######## design 1 ########
[src/rtl/rns_residue_seq.sv]
// Bit-serial residue generator: reduces x modulo {2^n-1, 2^n, 2^n+1, 2^(n+1)-1}
// with one shared shift-and-subtract reducer, one bit per cycle, one modulus after another.
module rns_residue_seq #(
  parameter int XW   = 32,
  parameter int NMAX = 15
) (
  input  logic          clk,
  input  logic          rst_n,
  input  logic          in_valid,
  output logic          in_ready,
  input  logic [XW-1:0] x,
  input  logic [7:0]    n,
  input  logic          abort,
  output logic [NMAX:0] r1,
  output logic [NMAX:0] r2,
  output logic [NMAX:0] r3,
  output logic [NMAX:0] r4,
  output logic          err,
  output logic          out_valid,
  input  logic          out_ready,
  output logic          busy
);

  localparam int RW = NMAX + 1;
  localparam int BW = (XW > 1) ? $clog2(XW) : 1;

  typedef enum logic [1:0] {
    IDLE   = 2'd0,
    REDUCE = 2'd1,
    DONE   = 2'd2
  } state_t;

  state_t        state_q;
  logic [XW-1:0] x_q;
  logic [7:0]    n_q;
  logic [RW-1:0] acc_q;
  logic [1:0]    k_q;      // modulus index: 0 selects m1, 3 selects m4
  logic [BW-1:0] b_q;
  logic [RW-1:0] r_q [4];
  logic          err_q;
  logic          out_valid_q;
  logic          in_ready_q;
  logic          busy_q;

  logic [RW:0]   pow_w;
  logic [RW-1:0] mod_w [4];
  logic [RW-1:0] mod_sel;
  logic [RW:0]   t_w;
  logic [RW-1:0] acc_d;
  logic          n_legal;

  assign pow_w = (RW+1)'(1) << n_q;

  genvar gi;
  generate
    for (gi = 0; gi < 4; gi++) begin : g_mod
      if (gi == 0) begin : g_m1
        assign mod_w[gi] = RW'(pow_w - 1'b1);
      end else if (gi == 1) begin : g_m2
        assign mod_w[gi] = RW'(pow_w);
      end else if (gi == 2) begin : g_m3
        assign mod_w[gi] = RW'(pow_w + 1'b1);
      end else begin : g_m4
        assign mod_w[gi] = RW'((pow_w << 1) - 1'b1);
      end
    end
  endgenerate

  // acc < m keeps t below 2m, so one conditional subtract restores acc < m
  always_comb begin
    mod_sel = mod_w[k_q];
    t_w     = {acc_q, x_q[b_q]};
    acc_d   = RW'(t_w);
    if (t_w >= {1'b0, mod_sel}) begin
      acc_d = RW'(t_w - {1'b0, mod_sel});
    end
  end

  assign n_legal = (n >= 8'd2) && (n <= 8'(NMAX));

  always_ff @(posedge clk or negedge rst_n) begin
    if (!rst_n) begin
      state_q     <= IDLE;
      x_q         <= '0;
      n_q         <= '0;
      acc_q       <= '0;
      k_q         <= 2'd0;
      b_q         <= BW'(XW - 1);
      for (int i = 0; i < 4; i++) r_q[i] <= '0;
      err_q       <= 1'b0;
      out_valid_q <= 1'b0;
      in_ready_q  <= 1'b1;
      busy_q      <= 1'b0;
    end else begin
      case (state_q)
        IDLE: begin
          if (in_valid) begin
            x_q        <= x;
            n_q        <= n;
            acc_q      <= '0;
            k_q        <= 2'd0;
            b_q        <= BW'(XW - 1);
            in_ready_q <= 1'b0;
            busy_q     <= 1'b1;
            if (n_legal) begin
              state_q <= REDUCE;
              err_q   <= 1'b0;
            end else begin
              state_q     <= DONE;
              err_q       <= 1'b1;
              out_valid_q <= 1'b1;
              for (int i = 0; i < 4; i++) r_q[i] <= '0;
            end
          end
        end
        REDUCE: begin
          if (abort) begin
            state_q    <= IDLE;
            acc_q      <= '0;
            k_q        <= 2'd0;
            b_q        <= BW'(XW - 1);
            in_ready_q <= 1'b1;
            busy_q     <= 1'b0;
          end else if (b_q == '0) begin
            r_q[k_q] <= acc_d;
            acc_q    <= '0;
            b_q      <= BW'(XW - 1);
            k_q      <= k_q + 2'd1;
            if (k_q == 2'd3) begin
              state_q     <= DONE;
              out_valid_q <= 1'b1;
            end
          end else begin
            acc_q <= acc_d;
            b_q   <= b_q - 1'b1;
          end
        end
        DONE: begin
          if (abort || out_ready) begin
            state_q     <= IDLE;
            out_valid_q <= 1'b0;
            in_ready_q  <= 1'b1;
            busy_q      <= 1'b0;
          end
        end
        default: begin
          state_q     <= IDLE;
          out_valid_q <= 1'b0;
          in_ready_q  <= 1'b1;
          busy_q      <= 1'b0;
        end
      endcase
    end
  end

  assign r1        = r_q[0];
  assign r2        = r_q[1];
  assign r3        = r_q[2];
  assign r4        = r_q[3];
  assign err       = err_q;
  assign out_valid = out_valid_q;
  assign in_ready  = in_ready_q;
  assign busy      = busy_q;

endmodule
[config.mk]
export PLATFORM = sky130hd
export DESIGN_NAME = rns_residue_seq
export DESIGN_NICKNAME = d
export VERILOG_FILES = /design/src/rtl/rns_residue_seq.sv
export SDC_FILE = /design/constraint.sdc
export NUM_CORES = 1
export LEC_CHECK = 0
export CAP_MARGIN = 30
export CORE_MARGIN = 1.5
export CORE_UTILIZATION = 55
export CTS_CLUSTER_SIZE = 24
export DETAILED_ROUTE_END_ITERATION = 8
export PLACE_DENSITY = 0.78
export SLEW_MARGIN = 0
export SYNTH_ARGS = -nofsm -noshare
export SYNTH_HDL_FRONTEND = slang
export SYNTH_SLANG_ARGS = --single-unit
[constraint.sdc]
create_clock -name clk -period 5.3 [get_ports clk]
set_input_delay 1.06 -clock clk [delete_from_list [all_inputs] [get_ports clk]]
set_output_delay 1.06 -clock clk [all_outputs]
set_load 0.05 [all_outputs]
######## design 2 ########
### config.mk
export PLATFORM = sky130hd
export DESIGN_NAME = inst_fetch
export DESIGN_NICKNAME = d
export VERILOG_FILES = /design/src/rtl/inst_fetch.sv
export SDC_FILE = /design/constraint.sdc
export NUM_CORES = 1
export LEC_CHECK = 0
export CORE_AREA = 2 2 59 61
export CTS_CLUSTER_SIZE = 10
export DETAILED_ROUTE_END_ITERATION = 6
export DIE_AREA = 0 0 61 63
export PLACE_DENSITY_LB_ADDON = 0.12
export SLEW_MARGIN = 20
export SYNTH_ARGS = -nofsm -noshare
export SYNTH_HDL_FRONTEND = slang
export SYNTH_SLANG_ARGS = --single-unit
### constraint.sdc
create_clock -name clk -period 2.85 [get_ports clk]
set_input_delay 0.57 -clock clk [delete_from_list [all_inputs] [get_ports clk]]
set_output_delay 0.57 -clock clk [all_outputs]
set_load 0.1 [all_outputs]
### src/rtl/inst_fetch.sv
// rtl/inst_fetch.sv - instruction fetch sequencer feeding the decoder ROM
//
// Walks the program counter through program memory, reads one 8-bit
// instruction word per instruction (two for ldi, which carries an immediate
// byte in the following word) and presents the result to the execute stage
// over a valid/ready handshake.
//
// Ports:
//   clk         clock, all state changes on the rising edge
//   rst         synchronous active-high reset
//   en          run enable, looked at in IDLE and at instruction boundaries
//   mem_rd      program-memory read strobe
//   mem_addr    program-memory read address (zero while mem_rd is low)
//   mem_data    program-memory read data, valid one cycle after mem_rd
//   opcode      instruction bits [7:4]
//   operand     instruction bits [3:0]
//   imm         immediate byte, only written by ldi
//   inst_valid  opcode/operand/imm hold an instruction for the execute stage
//   inst_ready  execute stage accepts the instruction this cycle
//   jump        redirect request
//   jump_addr   redirect target
//   pc          address of the next instruction word to fetch

module inst_fetch #(
    parameter int ADDR_W = 8
) (
    input  logic              clk,
    input  logic              rst,
    input  logic              en,
    output logic              mem_rd,
    output logic [ADDR_W-1:0] mem_addr,
    input  logic [7:0]        mem_data,
    output logic [3:0]        opcode,
    output logic [3:0]        operand,
    output logic [7:0]        imm,
    output logic              inst_valid,
    input  logic              inst_ready,
    input  logic              jump,
    input  logic [ADDR_W-1:0] jump_addr,
    output logic [ADDR_W-1:0] pc
);

    typedef enum logic [2:0] {
        S_IDLE,
        S_FETCH,
        S_WAIT,
        S_IMM_FETCH,
        S_IMM_WAIT,
        S_ISSUE
    } state_t;

    localparam logic [3:0] OP_LDI = 4'hF;

    state_t            state_q, state_d;
    logic [ADDR_W-1:0] pc_q, pc_d;
    logic [3:0]        opcode_q, opcode_d;
    logic [3:0]        operand_q, operand_d;
    logic [7:0]        imm_q, imm_d;
    logic              valid_q, valid_d;

    // Natural ADDR_W-bit overflow gives the required wrap to address 0,
    // so an ldi at the top address takes its immediate from address 0.
    logic [ADDR_W-1:0] pc_inc;
    assign pc_inc = pc_q + ADDR_W'(1);

    always_ff @(posedge clk) begin
        if (rst) begin
            state_q   <= S_IDLE;
            pc_q      <= '0;
            opcode_q  <= '0;
            operand_q <= '0;
            imm_q     <= '0;
            valid_q   <= 1'b0;
        end else begin
            state_q   <= state_d;
            pc_q      <= pc_d;
            opcode_q  <= opcode_d;
            operand_q <= operand_d;
            imm_q     <= imm_d;
            valid_q   <= valid_d;
        end
    end

    always_comb begin
        state_d   = state_q;
        pc_d      = pc_q;
        opcode_d  = opcode_q;
        operand_d = operand_q;
        imm_d     = imm_q;

        case (state_q)
            S_IDLE: begin
                if (jump) begin
                    pc_d = jump_addr;
                end
                if (en) begin
                    state_d = S_FETCH;
                end
            end

            // A jump here still lets the read strobe go out, but staying in
            // FETCH means its returning data is never looked at.
            S_FETCH: begin
                if (jump) begin
                    pc_d = jump_addr;
                end else begin
                    pc_d    = pc_inc;
                    state_d = S_WAIT;
                end
            end

            S_WAIT: begin
                if (jump) begin
                    pc_d    = jump_addr;
                    state_d = S_FETCH;
                end else begin
                    opcode_d  = mem_data[7:4];
                    operand_d = mem_data[3:0];
                    state_d   = (mem_data[7:4] == OP_LDI) ? S_IMM_FETCH : S_ISSUE;
                end
            end

            S_IMM_FETCH: begin
                if (jump) begin
                    pc_d    = jump_addr;
                    state_d = S_FETCH;
                end else begin
                    pc_d    = pc_inc;
                    state_d = S_IMM_WAIT;
                end
            end

            // imm is only written when the ldi is going to be issued, so an
            // aborted ldi leaves the previous immediate visible.
            S_IMM_WAIT: begin
                if (jump) begin
                    pc_d    = jump_addr;
                    state_d = S_FETCH;
                end else begin
                    imm_d   = mem_data;
                    state_d = S_ISSUE;
                end
            end

            // A jump while stalled only retargets pc; the held instruction
            // stays on the outputs until it is accepted.
            S_ISSUE: begin
                if (jump) begin
                    pc_d = jump_addr;
                end
                if (inst_ready) begin
                    state_d = en ? S_FETCH : S_IDLE;
                end
            end

            default: begin
                state_d = S_IDLE;
            end
        endcase

        // Registered valid: high exactly while the state register is ISSUE.
        valid_d = (state_d == S_ISSUE);
    end

    assign mem_rd     = (state_q == S_FETCH) || (state_q == S_IMM_FETCH);
    assign mem_addr   = mem_rd ? pc_q : '0;
    assign opcode     = opcode_q;
    assign operand    = operand_q;
    assign imm        = imm_q;
    assign inst_valid = valid_q;
    assign pc         = pc_q;

endmodule

==> design_2/placement.png <==
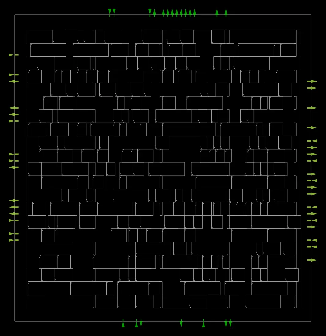
row count: 21
Final Instance Count excl. Fillers: 263
core area: 3232 µm²
Layout fillers: 322

==> results.toml, design 2 <==
# physical design summary
[die]
dieArea_um2 = 3843
die_y_um = 63
io_pins = 55
tap_cells = 46

[cts]
clkTransAtPathRegs_ns = 0.16
cts_buffers = 3
post_cts_buffers = 0
cts_root_buffer = "clkbuf_4"
cts_resized = 0
htreeDepth = 1
cts.sinks = 28

[min_path]
hold_depth = 2
min_from = "imm[0]"
hold_path_class = "flip-flop to flip-flop"
worstHoldEndpoint = "imm[0]"

[logic_synthesis]
syn-num-nets = 190
synth-edff-count = 0
yosys_warnings = 0
ys_sh_adder = 0.009174
avgSynthCellArea_um2 = 8.118
synthTopCellsByCount = "nand2_1, dfxtp_1, a21oi_1"
synth_top_flop_cell = "dfxtp_1"
synthMostInstantiatedCell = "nand2_1"
ys_area_um2 = 1364
synth.distinct_cells = 44
top_logic_kind = "AND-OR/OR-AND gates"
numSynthFlops = 28

[detailed_routing]
antenna_left = 0
highest_layer = "met4"
drt-wirelength-per-cell_um = 13.56
wl_met2_um = 1835
drtPass1Iterations = 4
wl_met1_um = 1520

[worst_setup_path]
r2r_slack_ns = 0.99
rr_worst_depth = 4
crit_path_end = "mem_addr[3]"
worstSetupPathType = "flip-flop to output port"
path_cells = "clkinv_1 -> nor2_4 -> and2_1 -> buf_4"
rr_startpoint = "state_q[2]"
crit_buf_inv = 2
r2r_end = "pc[5]"
cp_max_fo = 9

[final_layout]
final_cell_mix = "nand2_1, buf_4, dfxtp_1"
final-clk-cell-share = 0.02776
drive_gt1_frac = 0.2350
logic_gates = 122
buffers = 55
fin_util = 0.5858
largest_class = "multi-input combinational cells"

[pwr]
comb_power_share = 0.300
ir_drop_uv = 254.3
cellLeakagePower_nw = 0.7394
powerComb_uw = 298
p_switching_uw = 359.3

[timing]
fin_ws_ns = 0.4782
relSlewSlack = 0.6189
tightest_slew_ns = 0.5708
fin_hold_ws_ns = 0.4644
fin_crit_ns = 2.372

[global_route]
antenna_found_initial = 0
grt_pass1_vias = 1247
grtUsageMet2 = 0.3414
grt_usage = 0.1908

[outcome]
status = "complete, no violations"

[placed_design]
io_buffer_count = 54
hpwl_um = 2684
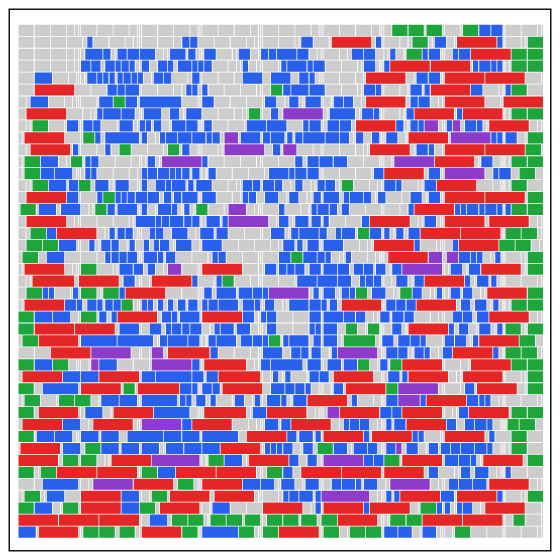
(design_1/placement_by_type.png)
Fill, decap, tap and diode cells in gray.
- purple: clock drivers and dummy loads (cells 32; share of their area 6.2%)
- blue: combinational and other logic (cells 628; share of their area 45%)
- red: flops (cells 133; share of their area 35%)
- green: other buffers and delay cells (cells 139; share of their area 14%)
sequential share of cell area: 0.3404
row count: 43
post-route cell area: 9799 µm²
core area: 13990 µm²
fin util: 0.7005

==> results.toml, design 1 <==
# physical design summary
[final_layout]
largest_class = "multi-input combinational cells"
n_antenna_cell = 0
syn2layout_area_growth_pct = 23.85
top_register = "x_q"

[timing]
fin_crit_sh = 0.9441
fin_ws_ns = 0.2961

[global_route]
grt_overflow_total = 0
antenna_found_initial = 0

[min_path]
hold_depth = 2
worstHoldEndpoint = "r3[5]"

[cts]
cts_resized = 0
clkTransAtPathRegs_ns = 0.06

[detailed_routing]
vias = 7312

[die]
tap_cells = 180
die_x_um = 122.9

[pwr]
p_clk_mw = 1.19
internal-power_mw = 2.000

[worst_setup_path]
rr_worst_depth = 15

[logic_synthesis]
synth_top_cell_by_area = "dfrtp_1"
top_logic_kind = "AND-OR/OR-AND gates"
synthArstFlopShare = 1.000
synthMostInstantiatedCell = "dfrtp_1"

[outcome]
status = "complete, no violations"

[run]
maxCapViolCount = 0

[placed_design]
io_buffer_count = 112


## Gallery

I/O nets highlighted.
The bar under the picture is 20 µm long.
picture 1
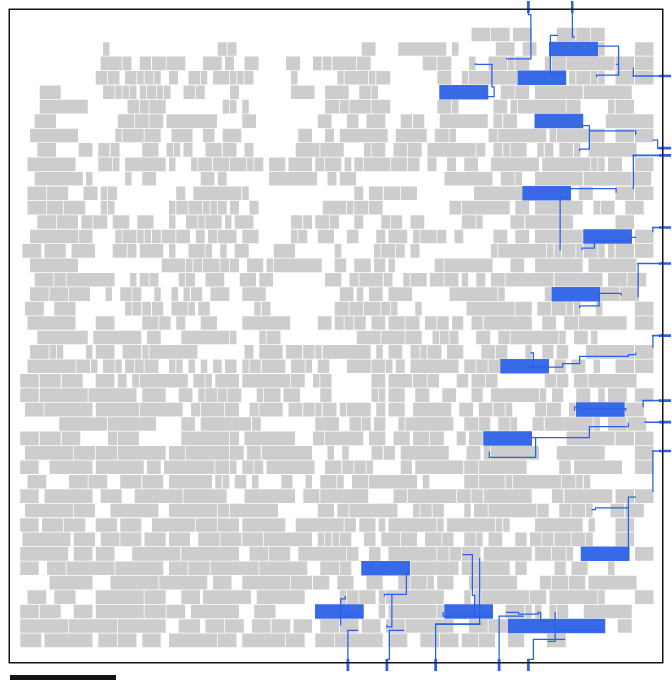
picture 2
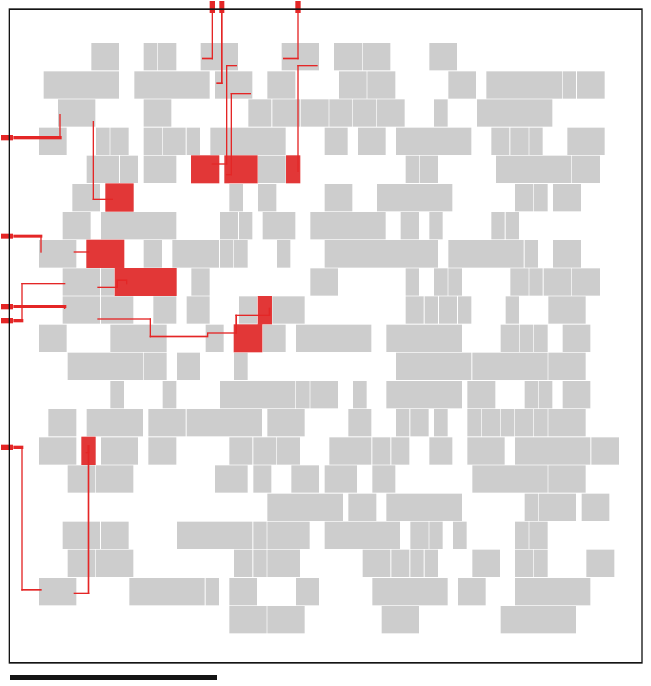
design 1 -> picture 1
design 2 -> picture 2

Key to picture 2:
- red: jump_addr (bits 8; direction input; edge 5 west, 3 north; end cells 9; buffers 8; wire 145 µm)

